# ---- sink_enable_sequencer ----
Fig. 1: sink_enable_sequencer, wiring by layer
Scale: 4 px per um. Only two layers are drawn.
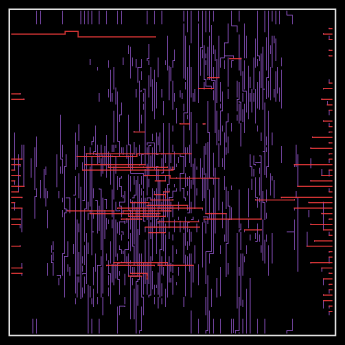

`src/rtl/sink_seq_pkg.sv`:
```
// Shared types and defaults for the sink enable sequencer and its broadcast fork.
package sink_seq_pkg;

   localparam int unsigned NUM_STREAMS_DEF = 4;
   localparam int unsigned CNT_WIDTH_DEF   = 16;

   typedef enum logic {
      IDLE  = 1'b0,
      ISSUE = 1'b1
   } seq_state_t;

   typedef logic [CNT_WIDTH_DEF-1:0] cnt_t;

endpackage : sink_seq_pkg

```
`src/rtl/broadcast_fork.sv`:
```
// One-word fan-out to WIDTH independent ready/valid consumers. Each consumer
// sees the word exactly once per arm; all_acc_c_o flags the cycle the last one takes it.
module broadcast_fork #(
   parameter int unsigned WIDTH = 4
) (
   input  logic             clk,
   input  logic             rst_n,
   input  logic             arm_i,
   input  logic             clear_i,
   input  logic [WIDTH-1:0] en_ready_i,
   output logic [WIDTH-1:0] en_valid_o,
   output logic             all_acc_c_o
);

   // valid_q[i] high means consumer i has not yet taken the current word
   logic [WIDTH-1:0] valid_q;
   logic [WIDTH-1:0] valid_d;

   always_comb begin
      valid_d = valid_q & ~en_ready_i;
      if (clear_i) begin
         valid_d = '0;
      end else if (arm_i) begin
         valid_d = '1;
      end
   end

   // An idle fork (nothing outstanding) never reports completion
   assign all_acc_c_o = (|valid_q) && (&(~valid_q | en_ready_i));
   assign en_valid_o  = valid_q;

   always_ff @(posedge clk) begin
      if (!rst_n) begin
         valid_q <= '0;
      end else begin
         valid_q <= valid_d;
      end
   end

endmodule : broadcast_fork

```
`src/rtl/sink_enable_sequencer.sv`:
```
// Broadcasts a command's enable mask to the sink bank once per packet for count packets.
// Define SINK_SEQ_STATS_EN to build the per-sink forward-configured broadcast counters.
module sink_enable_sequencer
   import sink_seq_pkg::*;
#(
   parameter int unsigned NUM_STREAMS = NUM_STREAMS_DEF,
   parameter int unsigned CNT_WIDTH   = CNT_WIDTH_DEF
) (
   input  logic                           clk,
   input  logic                           rst_n,
   input  logic                           cmd_valid,
   output logic                           cmd_ready,
   input  logic [NUM_STREAMS-1:0]         cmd_mask,
   input  logic [CNT_WIDTH-1:0]           cmd_count,
   output logic [NUM_STREAMS-1:0]         en_valid,
   input  logic [NUM_STREAMS-1:0]         en_ready,
   output logic [NUM_STREAMS-1:0]         en_data,
   output logic                           busy,
   output logic                           done,
   output logic [CNT_WIDTH-1:0]           bcast_cnt,
   output logic [NUM_STREAMS*CNT_WIDTH-1:0] stat_fwd_cnt
);

   seq_state_t             state_q, state_d;
   logic [NUM_STREAMS-1:0] mask_q, mask_d;
   logic [CNT_WIDTH-1:0]   rem_q, rem_d;
   logic [CNT_WIDTH-1:0]   bcast_q, bcast_d;
   logic                   cmd_ready_q, cmd_ready_d;
   logic                   busy_q, busy_d;
   logic                   done_q, done_d;
   logic                   arm, clear, bcast_inc;
   logic                   all_acc_c;

   broadcast_fork #(
      .WIDTH (NUM_STREAMS)
   ) u_fork (
      .clk         (clk),
      .rst_n       (rst_n),
      .arm_i       (arm),
      .clear_i     (clear),
      .en_ready_i  (en_ready),
      .en_valid_o  (en_valid),
      .all_acc_c_o (all_acc_c)
   );

   // Next-state and control decode
   always_comb begin
      state_d   = state_q;
      mask_d    = mask_q;
      rem_d     = rem_q;
      bcast_d   = bcast_q;
      done_d    = 1'b0;
      arm       = 1'b0;
      clear     = 1'b0;
      bcast_inc = 1'b0;

      unique case (state_q)
         IDLE: begin
            // A zero-count command is consumed without any broadcast
            if (cmd_valid && cmd_ready_q && (cmd_count != '0)) begin
               mask_d  = cmd_mask;
               rem_d   = cmd_count;
               arm     = 1'b1;
               state_d = ISSUE;
            end
         end
         ISSUE: begin
            if (all_acc_c) begin
               bcast_inc = 1'b1;
               bcast_d   = bcast_q + CNT_WIDTH'(1);
               rem_d     = rem_q - CNT_WIDTH'(1);
               if (rem_q == CNT_WIDTH'(1)) begin
                  done_d  = 1'b1;
                  clear   = 1'b1;
                  state_d = IDLE;
               end else begin
                  arm = 1'b1;
               end
            end
         end
         default: begin
            state_d = IDLE;
         end
      endcase

      cmd_ready_d = (state_d == IDLE);
      busy_d      = (state_d == ISSUE);
   end

   always_ff @(posedge clk) begin
      if (!rst_n) begin
         state_q     <= IDLE;
         mask_q      <= '0;
         rem_q       <= '0;
         bcast_q     <= '0;
         cmd_ready_q <= 1'b1;
         busy_q      <= 1'b0;
         done_q      <= 1'b0;
      end else begin
         state_q     <= state_d;
         mask_q      <= mask_d;
         rem_q       <= rem_d;
         bcast_q     <= bcast_d;
         cmd_ready_q <= cmd_ready_d;
         busy_q      <= busy_d;
         done_q      <= done_d;
      end
   end

   assign cmd_ready = cmd_ready_q;
   assign busy      = busy_q;
   assign done      = done_q;
   assign bcast_cnt = bcast_q;
   assign en_data   = mask_q;

`ifdef SINK_SEQ_STATS_EN
   // Per-sink count of completed broadcasts that configured the sink to forward
   for (genvar i = 0; i < NUM_STREAMS; i++) begin : g_fwd_stat
      logic [CNT_WIDTH-1:0] fwd_q;

      always_ff @(posedge clk) begin
         if (!rst_n) begin
            fwd_q <= '0;
         end else if (bcast_inc && !mask_q[i]) begin
            fwd_q <= fwd_q + CNT_WIDTH'(1);
         end
      end

      assign stat_fwd_cnt[i*CNT_WIDTH +: CNT_WIDTH] = fwd_q;
   end
`else
   assign stat_fwd_cnt = '0;
`endif

endmodule : sink_enable_sequencer

```
`config.mk`:
```
export PLATFORM = sky130hd
export DESIGN_NAME = sink_enable_sequencer
export DESIGN_NICKNAME = d
export VERILOG_FILES = /design/src/rtl/sink_seq_pkg.sv /design/src/rtl/broadcast_fork.sv /design/src/rtl/sink_enable_sequencer.sv
export SDC_FILE = /design/constraint.sdc
export NUM_CORES = 1
export LEC_CHECK = 0
export ABC_AREA = 1
export CAP_MARGIN = 20
export CORE_UTILIZATION = 49
export CTS_BUF_LIST = sky130_fd_sc_hd__clkbuf_2 sky130_fd_sc_hd__clkbuf_4 sky130_fd_sc_hd__clkbuf_8
export CTS_CLUSTER_SIZE = 30
export DETAILED_ROUTE_END_ITERATION = 10
export PLACE_DENSITY = 0.88
export SYNTH_ARGS = -nofsm -noshare
export SYNTH_HDL_FRONTEND = slang
export SYNTH_SLANG_ARGS = --single-unit
export TNS_END_PERCENT = 100
```
`constraint.sdc`:
```
create_clock -name clk -period 3.9 [get_ports clk]
set_input_delay 0.975 -clock clk [delete_from_list [all_inputs] [get_ports clk]]
set_output_delay 0.975 -clock clk [all_outputs]
set_load 0.02 [all_outputs]
```
# ---- accum_stage ----
**config.mk**
```make
export PLATFORM = sky130hd
export DESIGN_NAME = accum_stage
export DESIGN_NICKNAME = d
export VERILOG_FILES = /design/src/rtl/accum_stage.sv
export SDC_FILE = /design/constraint.sdc
export NUM_CORES = 2
export LEC_CHECK = 0
export ABC_AREA = 1
export ABC_CLOCK_PERIOD_IN_PS = 8109
export CAP_MARGIN = 20
export CORE_MARGIN = 5
export CORE_UTILIZATION = 31
export CTS_CLUSTER_SIZE = 25
export DETAILED_ROUTE_END_ITERATION = 10
export GPL_ROUTABILITY_DRIVEN = 1
export MAX_ROUTING_LAYER = met4
export PLACE_DENSITY = 0.56
export SKIP_CTS_REPAIR_TIMING = 1
export SLEW_MARGIN = 0
export SYNTH_ARGS = -nofsm -noshare
export SYNTH_HDL_FRONTEND = slang
export SYNTH_SLANG_ARGS = --single-unit
```
**constraint.sdc**
```tcl
create_clock -name clk -period 8.11 [get_ports clk]
set_input_delay 1.2165 -clock clk [delete_from_list [all_inputs] [get_ports clk]]
set_output_delay 1.2165 -clock clk [all_outputs]
set_load 0.03 [all_outputs]
```
**src/rtl/accum_stage.sv**
```systemverilog
// Neuron accumulation stage: two-level registered adder tree over 28 product lanes,
// accumulated across BEATS valid beats plus a per-neuron bias.
module accum_stage #(
  parameter int unsigned LANES  = 28,
  parameter int unsigned PROD_W = 26,
  parameter int unsigned BEATS  = 28,
  parameter int unsigned BIAS_W = 26,
  parameter int unsigned ACC_W  = 36,
  parameter int unsigned IDX_W  = 8
) (
  input  logic                       clk,
  input  logic                       GlobalReset,
  input  logic                       in_valid,
  input  logic [LANES*PROD_W-1:0]    Output_syn,
  input  logic signed [BIAS_W-1:0]   bias,
  input  logic                       clear,
  output logic                       out_valid,
  output logic signed [ACC_W-1:0]    out_sum,
  output logic [IDX_W-1:0]           out_idx,
  output logic                       busy
);

  localparam int unsigned GROUPS    = 4;
  localparam int unsigned GRP_LANES = 7;
  localparam int unsigned GRP_W     = PROD_W + 3;
  localparam int unsigned TOT_W     = GRP_W + 2;
  localparam int unsigned CNT_W     = (BEATS > 1) ? $clog2(BEATS) : 1;

  logic [CNT_W-1:0]         beat_q, beat_d;
  logic                     s1_valid_q, s1_valid_d;
  logic                     s1_first_q, s1_first_d;
  logic                     s1_last_q, s1_last_d;
  logic signed [BIAS_W-1:0] s1_bias_q, s1_bias_d;
  logic signed [GRP_W-1:0]  grp_q [GROUPS];
  logic signed [GRP_W-1:0]  grp_d [GROUPS];
  logic signed [GRP_W-1:0]  grp_sum_c [GROUPS];
  logic signed [ACC_W-1:0]  acc_q, acc_d;
  logic [IDX_W-1:0]         nidx_q, nidx_d;
  logic                     out_valid_q, out_valid_d;
  logic signed [ACC_W-1:0]  out_sum_q, out_sum_d;
  logic [IDX_W-1:0]         out_idx_q, out_idx_d;
  logic                     busy_q, busy_d;

  logic                     take_c;
  logic                     fire_c;
  logic                     first_beat_c;
  logic signed [TOT_W-1:0]  total_c;
  logic signed [ACC_W-1:0]  base_c;
  logic signed [ACC_W-1:0]  sum_c;

  // First tree level: sign-extended sum of each 7-lane group
  always_comb begin
    for (int g = 0; g < int'(GROUPS); g++) begin
      grp_sum_c[g] = '0;
      for (int j = 0; j < int'(GRP_LANES); j++) begin
        grp_sum_c[g] = grp_sum_c[g]
                     + GRP_W'($signed(Output_syn[PROD_W*(GRP_LANES*g+j) +: PROD_W]));
      end
    end
  end

  // Second tree level and accumulate; first beat seeds from bias instead of acc
  always_comb begin
    total_c = '0;
    for (int g = 0; g < int'(GROUPS); g++) begin
      total_c = total_c + TOT_W'(grp_q[g]);
    end
    base_c = s1_first_q ? ACC_W'(s1_bias_q) : acc_q;
    sum_c  = base_c + ACC_W'(total_c);
  end

  always_comb begin
    take_c       = in_valid & ~clear;
    fire_c       = s1_valid_q & ~clear;
    first_beat_c = (beat_q == '0);

    beat_d      = beat_q;
    s1_valid_d  = take_c;
    s1_first_d  = s1_first_q;
    s1_last_d   = s1_last_q;
    s1_bias_d   = s1_bias_q;
    acc_d       = acc_q;
    nidx_d      = nidx_q;
    out_valid_d = 1'b0;
    out_sum_d   = out_sum_q;
    out_idx_d   = out_idx_q;
    for (int g = 0; g < int'(GROUPS); g++) begin
      grp_d[g] = grp_q[g];
    end

    if (clear) begin
      beat_d = '0;
    end else if (in_valid) begin
      beat_d = (beat_q == CNT_W'(BEATS - 1)) ? '0 : beat_q + CNT_W'(1);
    end

    if (take_c) begin
      s1_first_d = first_beat_c;
      s1_last_d  = (beat_q == CNT_W'(BEATS - 1));
      if (first_beat_c) begin
        s1_bias_d = bias;
      end
      for (int g = 0; g < int'(GROUPS); g++) begin
        grp_d[g] = grp_sum_c[g];
      end
    end

    if (clear) begin
      acc_d = '0;
    end else if (fire_c) begin
      acc_d = sum_c;
      if (s1_last_q) begin
        out_valid_d = 1'b1;
        out_sum_d   = sum_c;
        out_idx_d   = nidx_q;
        nidx_d      = nidx_q + IDX_W'(1);
      end
    end

    busy_d = (beat_d != '0) | s1_valid_d;
  end

  always_ff @(posedge clk or negedge GlobalReset) begin
    if (!GlobalReset) begin
      beat_q      <= '0;
      s1_valid_q  <= 1'b0;
      s1_first_q  <= 1'b0;
      s1_last_q   <= 1'b0;
      s1_bias_q   <= '0;
      acc_q       <= '0;
      nidx_q      <= '0;
      out_valid_q <= 1'b0;
      out_sum_q   <= '0;
      out_idx_q   <= '0;
      busy_q      <= 1'b0;
      for (int g = 0; g < int'(GROUPS); g++) begin
        grp_q[g] <= '0;
      end
    end else begin
      beat_q      <= beat_d;
      s1_valid_q  <= s1_valid_d;
      s1_first_q  <= s1_first_d;
      s1_last_q   <= s1_last_d;
      s1_bias_q   <= s1_bias_d;
      acc_q       <= acc_d;
      nidx_q      <= nidx_d;
      out_valid_q <= out_valid_d;
      out_sum_q   <= out_sum_d;
      out_idx_q   <= out_idx_d;
      busy_q      <= busy_d;
      for (int g = 0; g < int'(GROUPS); g++) begin
        grp_q[g] <= grp_d[g];
      end
    end
  end

  assign out_valid = out_valid_q;
  assign out_sum   = out_sum_q;
  assign out_idx   = out_idx_q;
  assign busy      = busy_q;

endmodule

```
# ---- mw_wbuf_flat ----
`src/rtl/mw_pkg.sv`:
```
// -----------------------------------------------------------------------------
// mw_pkg -- shared definitions for the memory-writeback store buffer.
//   * opsize_t      : operand size encoding (11 is treated as dword)
//   * FLAG_*        : EFLAGS bit positions produced by mw_wbuf
//   * drain_state_t : state encoding of the store-drain FSM
// -----------------------------------------------------------------------------
package mw_pkg;

    typedef enum logic [1:0] {
        SZ_BYTE      = 2'b00,
        SZ_WORD      = 2'b01,
        SZ_DWORD     = 2'b10,
        SZ_DWORD_ALT = 2'b11
    } opsize_t;

    localparam int FLAG_CF = 0;
    localparam int FLAG_PF = 2;
    localparam int FLAG_AF = 4;
    localparam int FLAG_ZF = 6;
    localparam int FLAG_SF = 7;
    localparam int FLAG_OF = 11;

    typedef enum logic {
        ST_IDLE = 1'b0,
        ST_REQ  = 1'b1
    } drain_state_t;

endpackage

```
`src/rtl/mw_wbuf_if.sv`:
```
// -----------------------------------------------------------------------------
// mw_wbuf_if -- memory write request channel between mw_wbuf and memory.
//   mem_req  : write request pending (held until mem_ack)
//   mem_addr : request address
//   mem_data : request data
//   mem_size : request opsize
//   mem_ack  : memory accepted the current request
// Modports: master (store buffer side), slave (memory side).
// -----------------------------------------------------------------------------
interface mw_wbuf_if #(
    parameter int DATA_W = 32,
    parameter int ADDR_W = 32
);
    logic              mem_req;
    logic [ADDR_W-1:0] mem_addr;
    logic [DATA_W-1:0] mem_data;
    logic [1:0]        mem_size;
    logic              mem_ack;

    modport master (output mem_req, mem_addr, mem_data, mem_size, input mem_ack);
    modport slave  (input mem_req, mem_addr, mem_data, mem_size, output mem_ack);
endinterface

```
`src/rtl/mw_sbuf.sv`:
```
// -----------------------------------------------------------------------------
// mw_sbuf -- parametrised FIFO holding buffered stores.
//   clk, rst : clock, asynchronous active-high reset (clears pointers/count)
//   push     : write wdata at the tail
//   pop      : discard the head entry
//   wdata    : entry to push
//   head     : current head entry (stable until popped)
//   count    : number of occupied entries (0..DEPTH)
//   empty    : count == 0
// The caller never pushes when full or pops when empty.
// -----------------------------------------------------------------------------
module mw_sbuf #(
    parameter int WIDTH = 66,
    parameter int DEPTH = 4
) (
    input  logic                   clk,
    input  logic                   rst,
    input  logic                   push,
    input  logic                   pop,
    input  logic [WIDTH-1:0]       wdata,
    output logic [WIDTH-1:0]       head,
    output logic [$clog2(DEPTH):0] count,
    output logic                   empty
);
    localparam int PTR_W = $clog2(DEPTH);

    logic [WIDTH-1:0] store_mem [DEPTH];
    logic [PTR_W-1:0] wr_ptr;
    logic [PTR_W-1:0] rd_ptr;

    // NOTE: the storage array has no reset; count and pointers alone decide
    // which entries are valid, so clearing the data would only cost logic.
    always_ff @(posedge clk) begin
        if (push) begin
            store_mem[wr_ptr] <= wdata;
        end
    end

    // Pointers wrap naturally because DEPTH is a power of two.
    always_ff @(posedge clk or posedge rst) begin
        if (rst) begin
            wr_ptr <= '0;
            rd_ptr <= '0;
            count  <= '0;
        end else begin
            if (push) wr_ptr <= wr_ptr + 1'b1;
            if (pop)  rd_ptr <= rd_ptr + 1'b1;
            case ({push, pop})
                2'b10:   count <= count + 1'b1;
                2'b01:   count <= count - 1'b1;
                default: count <= count;
            endcase
        end
    end

    assign head  = store_mem[rd_ptr];
    assign empty = (count == '0);

endmodule

```
`src/rtl/mw_wbuf.sv`:
```
// -----------------------------------------------------------------------------
// mw_wbuf -- memory-writeback stage with a store buffer.
//   Register writes go straight to the register file; stores to memory
//   operands are queued in mw_sbuf and drained one at a time over mem.
//   clk, rst      : clock, asynchronous active-high reset
//   v, we, rmsel  : stage valid, writes result, destination is r/m operand
//   modrm, opsize : ModR/M byte, operand size
//   aluval, addr  : result and effective address
//   af, cf, of    : ALU flags; flag_ld : per-bit flag-load mask
//   v_rf_ld, drid : register-file load and destination id
//   v_flag_ld     : flag-load mask gated by valid/stall
//   flags         : EFLAGS image derived from the result
//   mw_stall      : store arrives while buffer full
//   sb_count      : occupied entries; sb_empty : buffer empty
//   mem           : write request channel (mw_wbuf_if.master)
//   stall_cnt     : saturating stall-cycle counter, only when the
//                   MW_WBUF_PERF_EN macro is defined
// -----------------------------------------------------------------------------
module mw_wbuf
    import mw_pkg::*;
#(
    parameter int DATA_W = 32,
    parameter int ADDR_W = 32,
    parameter int DEPTH  = 4
) (
    input  logic                   clk,
    input  logic                   rst,
    input  logic                   v,
    input  logic                   we,
    input  logic                   rmsel,
    input  logic [7:0]             modrm,
    input  logic [1:0]             opsize,
    input  logic [DATA_W-1:0]      aluval,
    input  logic [ADDR_W-1:0]      addr,
    input  logic                   af,
    input  logic                   cf,
    input  logic                   of,
    input  logic [31:0]            flag_ld,
    output logic                   v_rf_ld,
    output logic [2:0]             drid,
    output logic [31:0]            v_flag_ld,
    output logic [31:0]            flags,
    output logic                   mw_stall,
    output logic [$clog2(DEPTH):0] sb_count,
    output logic                   sb_empty,
    mw_wbuf_if.master              mem
`ifdef MW_WBUF_PERF_EN
    ,
    output logic [15:0]            stall_cnt
`endif
);
    localparam int CNT_W   = $clog2(DEPTH) + 1;
    localparam int ENTRY_W = ADDR_W + DATA_W + 2;
    localparam logic [CNT_W-1:0] FULL_CNT = CNT_W'(DEPTH);
    localparam logic [CNT_W-1:0] ONE_CNT  = CNT_W'(1);

    logic               store;
    logic               push;
    logic               pop;
    logic [ENTRY_W-1:0] head;
    drain_state_t       state;

    // A store is a write whose r/m destination is a memory operand (mod != 11).
    assign store    = v & we & rmsel & (modrm[7:6] != 2'b11);
    // Full is judged on the registered count: a pop this cycle does not help.
    assign mw_stall = store & (sb_count == FULL_CNT);
    assign push     = store & ~mw_stall;
    assign pop      = (state == ST_REQ) & mem.mem_ack;

    assign v_rf_ld   = v & we & ~store & ~mw_stall;
    assign drid      = rmsel ? modrm[2:0] : modrm[5:3];
    assign v_flag_ld = (v & ~mw_stall) ? flag_ld : 32'h0;

    mw_sbuf #(
        .WIDTH (ENTRY_W),
        .DEPTH (DEPTH)
    ) u_sbuf (
        .clk   (clk),
        .rst   (rst),
        .push  (push),
        .pop   (pop),
        .wdata ({addr, aluval, opsize}),
        .head  (head),
        .count (sb_count),
        .empty (sb_empty)
    );

    assign {mem.mem_addr, mem.mem_data, mem.mem_size} = head;

    // Drain FSM. Leaving IDLE on a same-cycle push puts mem_req up the cycle
    // right after the push edge. Leaving REQ considers a concurrent push.
    always_ff @(posedge clk or posedge rst) begin
        if (rst) begin
            state       <= ST_IDLE;
            mem.mem_req <= 1'b0;
        end else begin
            case (state)
                ST_IDLE: begin
                    if (!sb_empty || push) begin
                        state       <= ST_REQ;
                        mem.mem_req <= 1'b1;
                    end
                end
                ST_REQ: begin
                    if (mem.mem_ack && !((sb_count > ONE_CNT) || push)) begin
                        state       <= ST_IDLE;
                        mem.mem_req <= 1'b0;
                    end
                end
                default: begin
                    state       <= ST_IDLE;
                    mem.mem_req <= 1'b0;
                end
            endcase
        end
    end

    // Flags are evaluated on a zero-extended copy so narrow DATA_W builds
    // can still select word/dword slices.
    logic [31:0] val32;
    logic        zf;
    logic        sf;

    always_comb begin
        val32 = 32'(aluval);
        case (opsize_t'(opsize))
            SZ_BYTE: begin
                zf = (val32[7:0] == 8'h0);
                sf = val32[7];
            end
            SZ_WORD: begin
                zf = (val32[15:0] == 16'h0);
                sf = val32[15];
            end
            default: begin
                zf = (val32 == 32'h0);
                sf = val32[31];
            end
        endcase
        flags          = 32'h0;
        flags[FLAG_CF] = cf;
        flags[FLAG_PF] = ~^val32[7:0];
        flags[FLAG_AF] = af;
        flags[FLAG_ZF] = zf;
        flags[FLAG_SF] = sf;
        flags[FLAG_OF] = of;
    end

`ifdef MW_WBUF_PERF_EN
    always_ff @(posedge clk or posedge rst) begin
        if (rst) begin
            stall_cnt <= 16'h0;
        end else if (mw_stall && (stall_cnt != 16'hFFFF)) begin
            stall_cnt <= stall_cnt + 1'b1;
        end
    end
`endif

endmodule

```
`src/flat_wrapper.sv`:
```
// flat-port wrapper written by rule: the top's interface ports become plain ports
module mw_wbuf_flat import mw_pkg::*;
#(
    parameter int DATA_W = 32,
    parameter int ADDR_W = 32,
    parameter int DEPTH  = 4
)
  (clk, rst, v, we, rmsel, modrm, opsize, aluval, addr, af, cf, of, flag_ld, v_rf_ld, drid, v_flag_ld, flags, mw_stall, sb_count, sb_empty, mem_mem_req, mem_mem_addr, mem_mem_data, mem_mem_size, mem_mem_ack);
  mw_wbuf_if #(.DATA_W(DATA_W), .ADDR_W(ADDR_W)) mem_i ();
  input  logic clk;
  input  logic rst;
  input  logic v;
  input  logic we;
  input  logic rmsel;
  input  logic [7:0] modrm;
  input  logic [1:0] opsize;
  input  logic [DATA_W-1:0] aluval;
  input  logic [ADDR_W-1:0] addr;
  input  logic af;
  input  logic cf;
  input  logic of;
  input  logic [31:0] flag_ld;
  output logic v_rf_ld;
  output logic [2:0] drid;
  output logic [31:0] v_flag_ld;
  output logic [31:0] flags;
  output logic mw_stall;
  output logic [$clog2(DEPTH):0] sb_count;
  output logic sb_empty;
  output wire logic [$bits(mem_i.mem_req)-1:0] mem_mem_req;
  output wire logic [$bits(mem_i.mem_addr)-1:0] mem_mem_addr;
  output wire logic [$bits(mem_i.mem_data)-1:0] mem_mem_data;
  output wire logic [$bits(mem_i.mem_size)-1:0] mem_mem_size;
  input wire logic [$bits(mem_i.mem_ack)-1:0] mem_mem_ack;
  assign mem_mem_req = mem_i.mem_req;
  assign mem_mem_addr = mem_i.mem_addr;
  assign mem_mem_data = mem_i.mem_data;
  assign mem_mem_size = mem_i.mem_size;
  assign mem_i.mem_ack = mem_mem_ack;
  mw_wbuf #(.DATA_W(DATA_W), .ADDR_W(ADDR_W), .DEPTH(DEPTH)) u_core (.clk(clk), .rst(rst), .v(v), .we(we), .rmsel(rmsel), .modrm(modrm), .opsize(opsize), .aluval(aluval), .addr(addr), .af(af), .cf(cf), .of(of), .flag_ld(flag_ld), .v_rf_ld(v_rf_ld), .drid(drid), .v_flag_ld(v_flag_ld), .flags(flags), .mw_stall(mw_stall), .sb_count(sb_count), .sb_empty(sb_empty), .mem(mem_i));
endmodule
```
`config.mk`:
```
export PLATFORM = sky130hd
export DESIGN_NAME = mw_wbuf_flat
export DESIGN_NICKNAME = d
export VERILOG_FILES = /design/src/rtl/mw_pkg.sv /design/src/rtl/mw_wbuf_if.sv /design/src/rtl/mw_sbuf.sv /design/src/rtl/mw_wbuf.sv /design/src/flat_wrapper.sv
export SDC_FILE = /design/constraint.sdc
export NUM_CORES = 1
export LEC_CHECK = 0
export ABC_AREA = 1
export CORE_MARGIN = 5
export CORE_UTILIZATION = 36
export DETAILED_ROUTE_END_ITERATION = 16
export PLACE_DENSITY = 0.67
export SLEW_MARGIN = 20
export SYNTH_ARGS = -nofsm -noshare
export SYNTH_HDL_FRONTEND = slang
export SYNTH_SLANG_ARGS = --single-unit
```
`constraint.sdc`:
```
create_clock -name clk -period 8.35 [get_ports clk]
set_input_delay 1.67 -clock clk [delete_from_list [all_inputs] [get_ports clk]]
set_output_delay 1.67 -clock clk [all_outputs]
set_load 0.01 [all_outputs]
```
Fig. 2: sink_enable_sequencer, layout detail
Window x 26 to 56, y 26 to 56 um. Cells in gray, sequential cells in the stronger gray; small squares are vias.
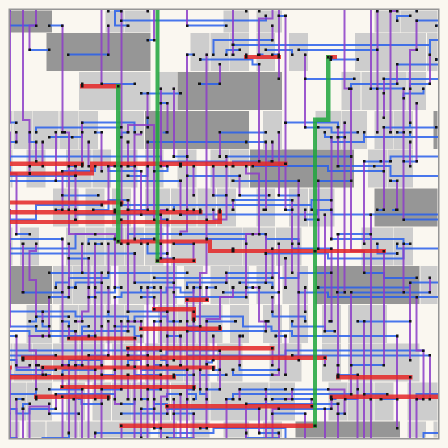
[purple] metal 2
[blue] metal 1
[green] metal 4
[red] metal 3
sequential cells in the window: 6
netlist names of flops here include: `bcast_cnt` (4), `rem_q` (2)
most frequent: nand2_1 (30), nor2_1 (26), nand3_1 (15)
cells with their middle in the window: 115

Fig. 3: sink_enable_sequencer, signal metal coverage by tile
Scale: 3 px per um. The die is cut into 16 by 16 equal tiles; dark purple is low, yellow is high, scaled to the fullest tile. Values are wire area over tile area, all layers added.
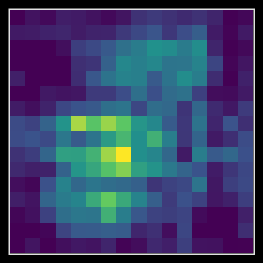
nearly empty tiles: 13%
emptiest ninth of the die: north-west
densest ninth of the die: center
detailed-route wire length per cell: 11.0 um
vias post-DR: 2925
Total Wirelength: 6790 um
Total GRT Usage: 21.2%

## Picture notes: Fig. 1
[red] metal 3 | wire length: 531 um
[purple] metal 2 | wire length: 3160 um

==> Changelog: implementation, sink_enable_sequencer <==
### Implementation results

* Fin. max-slew vios at 0
* Clock Sinks at 43
* Final standard cell area without fillers at 3500 um2
* Routability Congestion at 1.00
* Commonest cells in the synthesized netlist: 124 x nand2_1, 86 x nor2_1, 64 x buf_4
* Fraction of area in registers at 24.6%
* Detailed-router iteration count before antenna repair at 5
* Top Usage Layer GRT: met2
* Total negative slack at 0 ns
* Initial DRC count at 240
* Endpoint with the worst hold slack: en_data[1]
* Postcts setup bufs at 0
* Post-synthesis share of cell area spent on full adders, half adders and majority gates at 1.22%
* Crit path largest cell delay at 0.49 ns
* Register bit total from synthesis at 43
* Unrepaired setup endpoints after global routing: false
* Status: complete, no violations
* Logic depth of the worst path, buffers included at 10
* Placed cell area at 3400 um2
* Min-delay worst type: reg -> reg
* Yosys chip area at 3070 um2
* Routed met3 length at 531 um
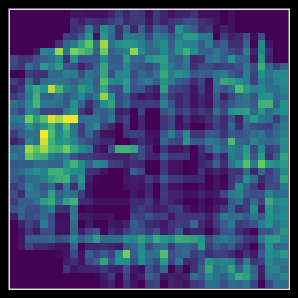
Fig. 4. Signal metal coverage by tile (mw_wbuf_flat).
Scale: 1.5 px per um. The die is cut into 37 by 37 equal tiles; dark purple is low, yellow is high, scaled to the fullest tile. Values are wire area over tile area, all layers added.
fullest tile: 0.51
tiles over half the peak: 11%
nearly empty tiles: 14%
Total GRT Usage: 14.8%
vias post-DR: 7226

Fig. 5: mw_wbuf_flat, cells by drive strength
Scale: 2 px per um.
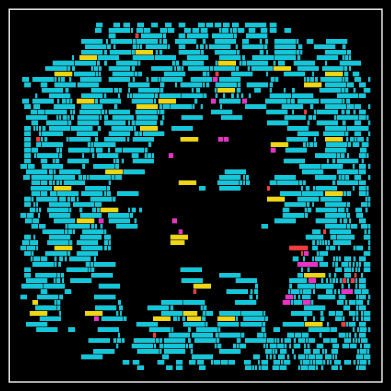
[magenta] _3 and _4 cells | cells: 18 | share: 1.6%
[yellow] _6 and larger | cells: 35 | share: 3.2%
[cyan] _0 and _1 cells | cells: 1033 | share: 94%
[red] _2 cells | cells: 14 | share: 1.3%
final setup margin: 2.92 ns
Synth-to-Final Area Change: 30.2%

==> Changelog: implementation, mw_wbuf_flat <==
### Implementation results

* Status: complete, no violations
* Clock Network Area Fraction at 6.31%
* Final std cells w/o fill at 1496
* Share of the synthesized netlist area taken by xor and xnor gates at 0.631%
* Number of cells traversed by the worst hold path at 2
* Fin. max-slew vios at 0
* Top Layout Cells: 264 x edfxtp_1, 222 x clkdlybuf4s50_1, 189 x nor2_1, 126 x o21ai_0, 66 x o22ai_1
* Register bit total from synthesis at 273
* Clk buf depth at 3
* Final global-route overflow total at 0
* Final HPWL from detailed placement at 16300 um
* Registers with the most flip-flops: u_core.u_sbuf.store_mem (264), u_core.u_sbuf.count (3)
* Worst Hold Slack at 0.484 ns
* Startpoint of the worst-slack reg-to-reg timing path: u_core.u_sbuf.count[1]
* Dominant cell type by count on the critical path: clkdlybuf4s50_1
* Highest-delay cell along the critical path: o21ai_4
* Chip area at 34500 um2
* Combinational family with the most area after synthesis: AND-OR/OR-AND gates
* Biggest register: u_core.u_sbuf.store_mem
* Max Freq at 184 MHz
* Total negative slack at 0 ns
* Wire length of the first global-routing pass at 40100 um
* Syn Std Cell Area at 11100 um2
* Initial antenna violation count at 2
* Logic depth of the worst path, buffers included at 7
* Global-route met2 utilization at 25.4%
* Min-delay worst type: reg -> reg
* Required time worst endpoint at 6.68 ns
* Post-synth EDFFs at 264
Fig. 6: accum_stage, layout detail
Window x 161 to 191, y 161 to 191 um. Cells in gray, sequential cells in the stronger gray; small squares are vias.
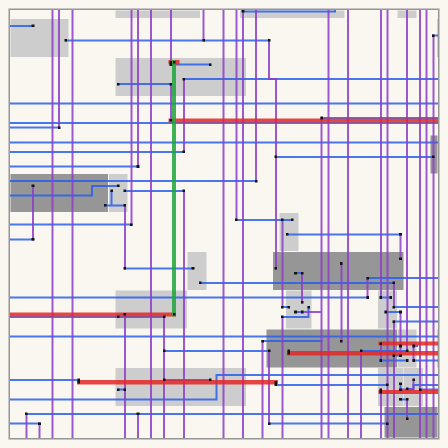
[green] metal 4
[blue] metal 1
[purple] metal 2
[red] metal 3
sequential cells in the window: 3
most frequent: inv_1 (3), nand2_1 (3), dfrtp_1 (3)
cells with their middle in the window: 14
netlist names of flops here include: `grp_q` (3)

==> Changelog: implementation, accum_stage <==
### Implementation results

* End of the worst register-to-register path: acc_q[27]
* Total negative slack at 0 ns
* Max-cap violations at 0
* Post-synth EDFFs at 0
* Fraction of layout cells with a size suffix above 1 at 1.85%
* Most common cell in the netlist: inv_1
* Status: complete, no violations
* Buffers, non-clock at 810
* Non-clk invs at 1746
* IO Pins at 804
* Antenna violation net count after detailed routing at 0
* Reg area at 6010 um2
* Reg-to-reg slack, setup at 3.19 ns
* Crit Path Class: in -> reg
* Diode count at 19
* Clock Sinks at 240
* Total of buffers placed on input and output ports at 803
* Vias per std cell at 4.30
* Clock buffer cells at 41
* Final setup margin at 2.64 ns

==> notes/layouts.md <==
Pictures saved along the way, in no particular order.

Placed standard cells.
image #1
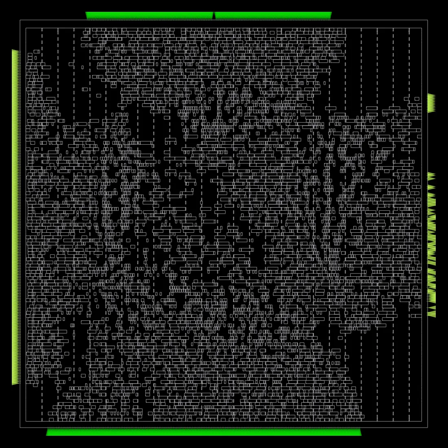
image #2
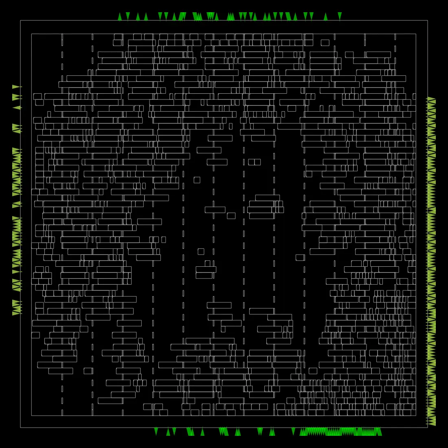
image #3
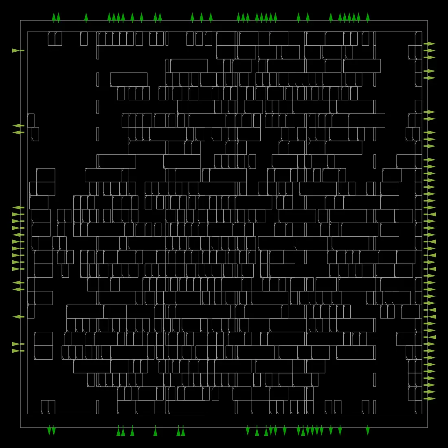
mw_wbuf_flat: image #2
sink_enable_sequencer: image #3
accum_stage: image #1
The one with the most cells is image #1.
The one with the fewest cells is image #3.


# ---- wb_pattern_gen ----
Fig. 7: wb_pattern_gen, layout detail
Window x 39 to 69, y 39 to 69 um. Cells in gray, sequential cells in the stronger gray; small squares are vias.
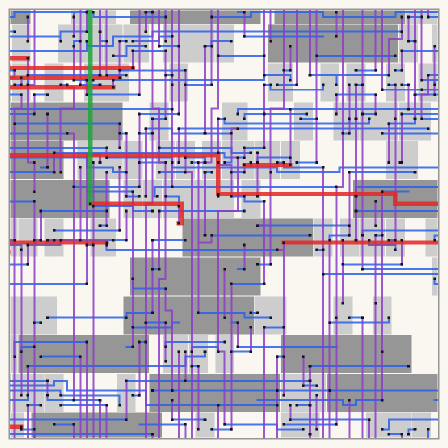
$ cat src/rtl/wb_pattern_gen.sv
// wb_pattern_gen: Wishbone master that fills a word region with a test
// pattern, with optional readback check, incrementing bursts and ack timeout.
module wb_pattern_gen #(
  parameter int ADDRESS_WIDTH = 16,
  parameter int DATA_WIDTH = 8,
  parameter int DATA_BYTES = DATA_WIDTH / 8,
  parameter int BASE_ADDR = 0,
  parameter int LENGTH = 256,
  parameter int BURST_LEN = 4,
  parameter logic [DATA_WIDTH-1:0] LFSR_TAPS = DATA_WIDTH'(8'hB8),
  parameter int TIMEOUT = 255
) (
  input  logic                     clk_i,
  input  logic                     rst_ni,
  input  logic                     start_i,
  input  logic [1:0]               mode_i,
  input  logic                     verify_i,
  input  logic [DATA_WIDTH-1:0]    seed_i,
  output logic                     busy_o,
  output logic                     done_o,
  output logic                     error_o,
  output logic [15:0]              err_count_o,
  output logic [ADDRESS_WIDTH-1:0] adr_o,
  input  logic [DATA_WIDTH-1:0]    dat_i,
  output logic [DATA_WIDTH-1:0]    dat_o,
  output logic                     we_o,
  output logic [DATA_BYTES-1:0]    sel_o,
  output logic                     stb_o,
  input  logic                     cyc_i,
  output logic                     cyc_o,
  input  logic                     ack_i,
  output logic [2:0]               cti_o
);

  localparam int OW = ADDRESS_WIDTH + 1;
  localparam int TW = (TIMEOUT > 1) ? $clog2(TIMEOUT) : 1;
  localparam logic [OW-1:0] LEN = OW'(LENGTH);
  localparam logic [OW-1:0] LAST = OW'(LENGTH - 1);
  localparam logic [OW-1:0] BLEN = OW'(BURST_LEN);
  localparam logic [ADDRESS_WIDTH-1:0] BASE = ADDRESS_WIDTH'(BASE_ADDR);
  localparam logic [TW-1:0] TO_LIM = TW'(TIMEOUT - 1);

  typedef enum logic [2:0] {
    S_IDLE, S_ARB, S_BUS, S_GAP, S_DONE
  } state_t;

  state_t state_q, state_d;

  logic [1:0]            mode_q;
  logic                  verify_q;
  logic                  rd_q;
  logic [DATA_WIDTH-1:0] init_q, pat_q;
  logic [OW-1:0]         off_q, left_q;
  logic                  burst_q;
  logic [TW-1:0]         to_cnt_q;
  logic                  cyc_q, stb_q, we_q;
  logic                  error_q;
  logic [15:0]           err_cnt_q;

  logic [OW-1:0]         remain, blen;
  logic                  grant, beat, burst_end;
  logic                  last_word, to_hit, mismatch;
  logic [DATA_WIDTH-1:0] pat_nx, init_nx;

  assign remain    = LEN - off_q;
  assign blen      = (remain < BLEN) ? remain : BLEN;
  assign grant     = (state_q == S_ARB || state_q == S_GAP) && !cyc_i;
  assign beat      = (state_q == S_BUS) && ack_i;
  assign burst_end = beat && (left_q == OW'(1));
  assign last_word = (off_q == LAST);
  assign to_hit    = (state_q == S_BUS) && !ack_i
                   && (to_cnt_q == TO_LIM);
  assign mismatch  = rd_q && (dat_i != pat_q);

  // Pattern for the next offset, derived from the current one.
  always_comb begin
    pat_nx = pat_q;
    case (mode_q)
      2'd0: pat_nx = pat_q + DATA_WIDTH'(1);
      2'd1: pat_nx = ~pat_q;
      2'd2: pat_nx = (pat_q >> 1)
                   ^ (pat_q[0] ? LFSR_TAPS : '0);
      default: pat_nx = pat_q;
    endcase
  end

  always_comb begin
    init_nx = seed_i;
    case (mode_i)
      2'd1: init_nx = {DATA_BYTES{8'h55}} ^ seed_i;
      2'd2: init_nx = (seed_i == '0) ? DATA_WIDTH'(1)
                                     : seed_i;
      default: init_nx = seed_i;
    endcase
  end

  always_ff @(posedge clk_i or negedge rst_ni) begin
    if (!rst_ni) state_q <= S_IDLE;
    else         state_q <= state_d;
  end

  always_comb begin
    state_d = state_q;
    unique case (state_q)
      S_IDLE: if (start_i) state_d = S_ARB;
      S_ARB:  if (grant) state_d = S_BUS;
      S_GAP:  state_d = grant ? S_BUS : S_ARB;
      S_BUS: begin
        if (to_hit)
          state_d = S_DONE;
        else if (burst_end)
          state_d = (last_word && (rd_q || !verify_q))
                  ? S_DONE : S_GAP;
      end
      S_DONE: state_d = S_IDLE;
      default: state_d = S_IDLE;
    endcase
  end

  always_ff @(posedge clk_i or negedge rst_ni) begin
    if (!rst_ni) begin
      mode_q    <= '0;
      verify_q  <= 1'b0;
      rd_q      <= 1'b0;
      init_q    <= '0;
      pat_q     <= '0;
      off_q     <= '0;
      left_q    <= '0;
      burst_q   <= 1'b0;
      to_cnt_q  <= '0;
      cyc_q     <= 1'b0;
      stb_q     <= 1'b0;
      we_q      <= 1'b0;
      error_q   <= 1'b0;
      err_cnt_q <= '0;
    end else begin
      if (state_q == S_IDLE && start_i) begin
        mode_q    <= mode_i;
        verify_q  <= verify_i;
        init_q    <= init_nx;
        pat_q     <= init_nx;
        off_q     <= '0;
        rd_q      <= 1'b0;
        error_q   <= 1'b0;
        err_cnt_q <= '0;
      end
      if (grant) begin
        cyc_q    <= 1'b1;
        stb_q    <= 1'b1;
        we_q     <= !rd_q;
        left_q   <= blen;
        burst_q  <= blen > OW'(1);
        to_cnt_q <= '0;
      end
      if (beat) begin
        to_cnt_q <= '0;
        off_q    <= off_q + OW'(1);
        pat_q    <= pat_nx;
        left_q   <= left_q - OW'(1);
        if (mismatch) begin
          error_q <= 1'b1;
          if (err_cnt_q != '1)
            err_cnt_q <= err_cnt_q + 16'd1;
        end
        if (burst_end) begin
          cyc_q <= 1'b0;
          stb_q <= 1'b0;
          we_q  <= 1'b0;
          // End of write pass: rewind for the readback pass.
          if (last_word && !rd_q) begin
            rd_q  <= 1'b1;
            off_q <= '0;
            pat_q <= init_q;
          end
        end
      end else if (state_q == S_BUS) begin
        if (to_hit) begin
          cyc_q   <= 1'b0;
          stb_q   <= 1'b0;
          we_q    <= 1'b0;
          error_q <= 1'b1;
        end else begin
          to_cnt_q <= to_cnt_q + TW'(1);
        end
      end
    end
  end

  assign busy_o      = (state_q == S_ARB) || (state_q == S_BUS)
                    || (state_q == S_GAP);
  assign done_o      = (state_q == S_DONE);
  assign error_o     = error_q;
  assign err_count_o = err_cnt_q;
  assign cyc_o       = cyc_q;
  assign stb_o       = stb_q;
  assign we_o        = we_q;
  assign sel_o       = {DATA_BYTES{stb_q}};
  assign adr_o       = cyc_q ? BASE + off_q[ADDRESS_WIDTH-1:0] : '0;
  assign dat_o       = (stb_q && we_q) ? pat_q : '0;

  always_comb begin
    cti_o = 3'b000;
    if (stb_q && burst_q)
      cti_o = (left_q == OW'(1)) ? 3'b111 : 3'b010;
  end

endmodule

$ cat config.mk
export PLATFORM = sky130hd
export DESIGN_NAME = wb_pattern_gen
export DESIGN_NICKNAME = d
export VERILOG_FILES = /design/src/rtl/wb_pattern_gen.sv
export SDC_FILE = /design/constraint.sdc
export NUM_CORES = 1
export LEC_CHECK = 0
export CAP_MARGIN = 5
export CORE_UTILIZATION = 50
export DETAILED_ROUTE_END_ITERATION = 10
export GPL_TIMING_DRIVEN = 0
export PLACE_DENSITY_LB_ADDON = 0.25
export SETUP_SLACK_MARGIN = 0.15
export SLEW_MARGIN = 20
export SYNTH_ARGS = -nofsm -noshare
export SYNTH_HDL_FRONTEND = slang
export SYNTH_SLANG_ARGS = --single-unit
$ cat constraint.sdc
create_clock -name clk_i -period 3.1 [get_ports clk_i]
set_input_delay 0.465 -clock clk_i [delete_from_list [all_inputs] [get_ports clk_i]]
set_output_delay 0.465 -clock clk_i [all_outputs]
set_load 0.01 [all_outputs]
==> Changelog: implementation <==
### Implementation results

* X dimension of the die at 107 um
* Reg-to-reg slack, setup at 0.26 ns
* Startpoint of the worst-slack reg-to-reg timing path: off_q[0]
* Power share of the combinational group at 50.0%
* Required time worst endpoint at 3.39 ns
* Total GRT Usage at 26.0%
* Detailed-route wire length on metal 1 at 6410 um
* Final #Nets at 776
* Status: complete, no violations
* Reg area at 2150 um2
* Post-synthesis share of cell area spent on full adders, half adders and majority gates at 2.26%
* Combined buffer and inverter count along the critical path at 2
* Power dissipated in sequential cells at 1660 uW
* Wire length on met2 at 7240 um
* Routability Congestion at 0.875
* Min-delay worst type: in -> async
* Total negative slack at 0 ns
* Beginning of the critical path: off_q[0]
* Clock period minus worst slack at 2.84 ns
* Number of cell rows at 38
* Cell taking the most area after synthesis: dfrtp_1
* Sw Share at 42.9%
About Fig. 7:
[blue] metal 1
[red] metal 3
[green] metal 4
[purple] metal 2
sequential cells in the window: 12
cells with their middle in the window: 69
netlist names of flops here include: `off_q` (4), `left_q` (2)
most frequent: clkbuf_1 (12), dfrtp_1 (12)



==> layout pictures side by side <==
Selected gate families.
Plate I
Scale: 2 px per um.
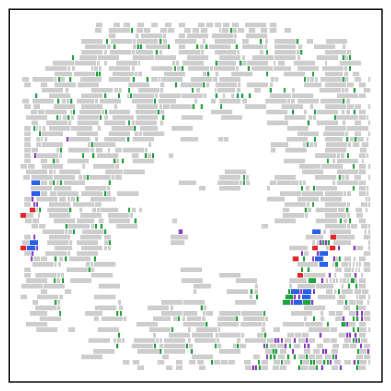
Plate II
Scale: 3 px per um.
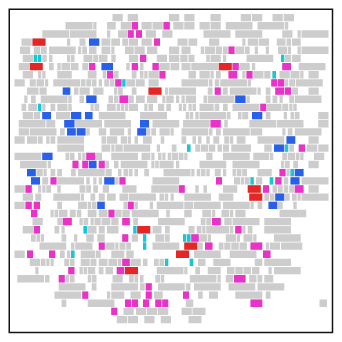
Plate III
Scale: 4 px per um.
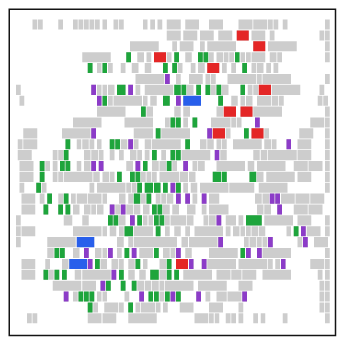
Plate II comes from wb_pattern_gen.
Plate III comes from sink_enable_sequencer.
Plate I comes from mw_wbuf_flat.
- most cells: Plate I
- fewest cells: Plate III

Key to Plate I:
[red] xor and xnor cells | cells: 8
[purple] inv cells | cells: 59
[blue] fa/ha/maj cells | cells: 12
[green] nor cells | cells: 196 | where: spread over the die


## Gallery

Wiring by layer.
(a)
Scale: 2 px per um. Only two layers are drawn.
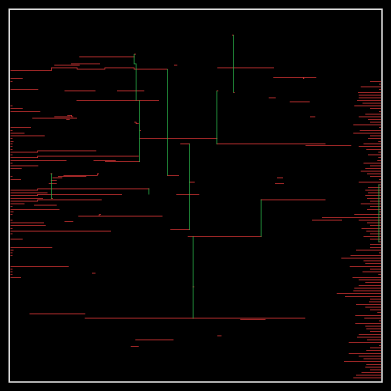
(b)
Scale: 1 px per um. Only two layers are drawn.
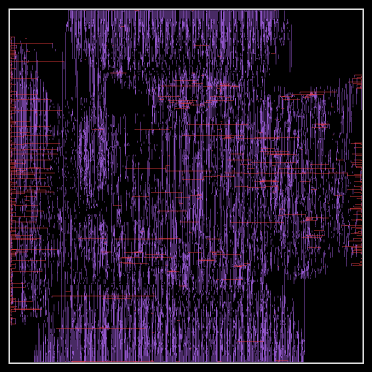
(c)
Scale: 3 px per um. Only two layers are drawn.
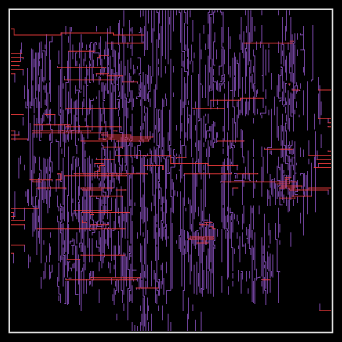
(a) is mw_wbuf_flat.
(b) is accum_stage.
(c) is wb_pattern_gen.
- most wire: (b)
- smallest die: (c)

No activity file was given, so power comes from the tool's default toggle rates.
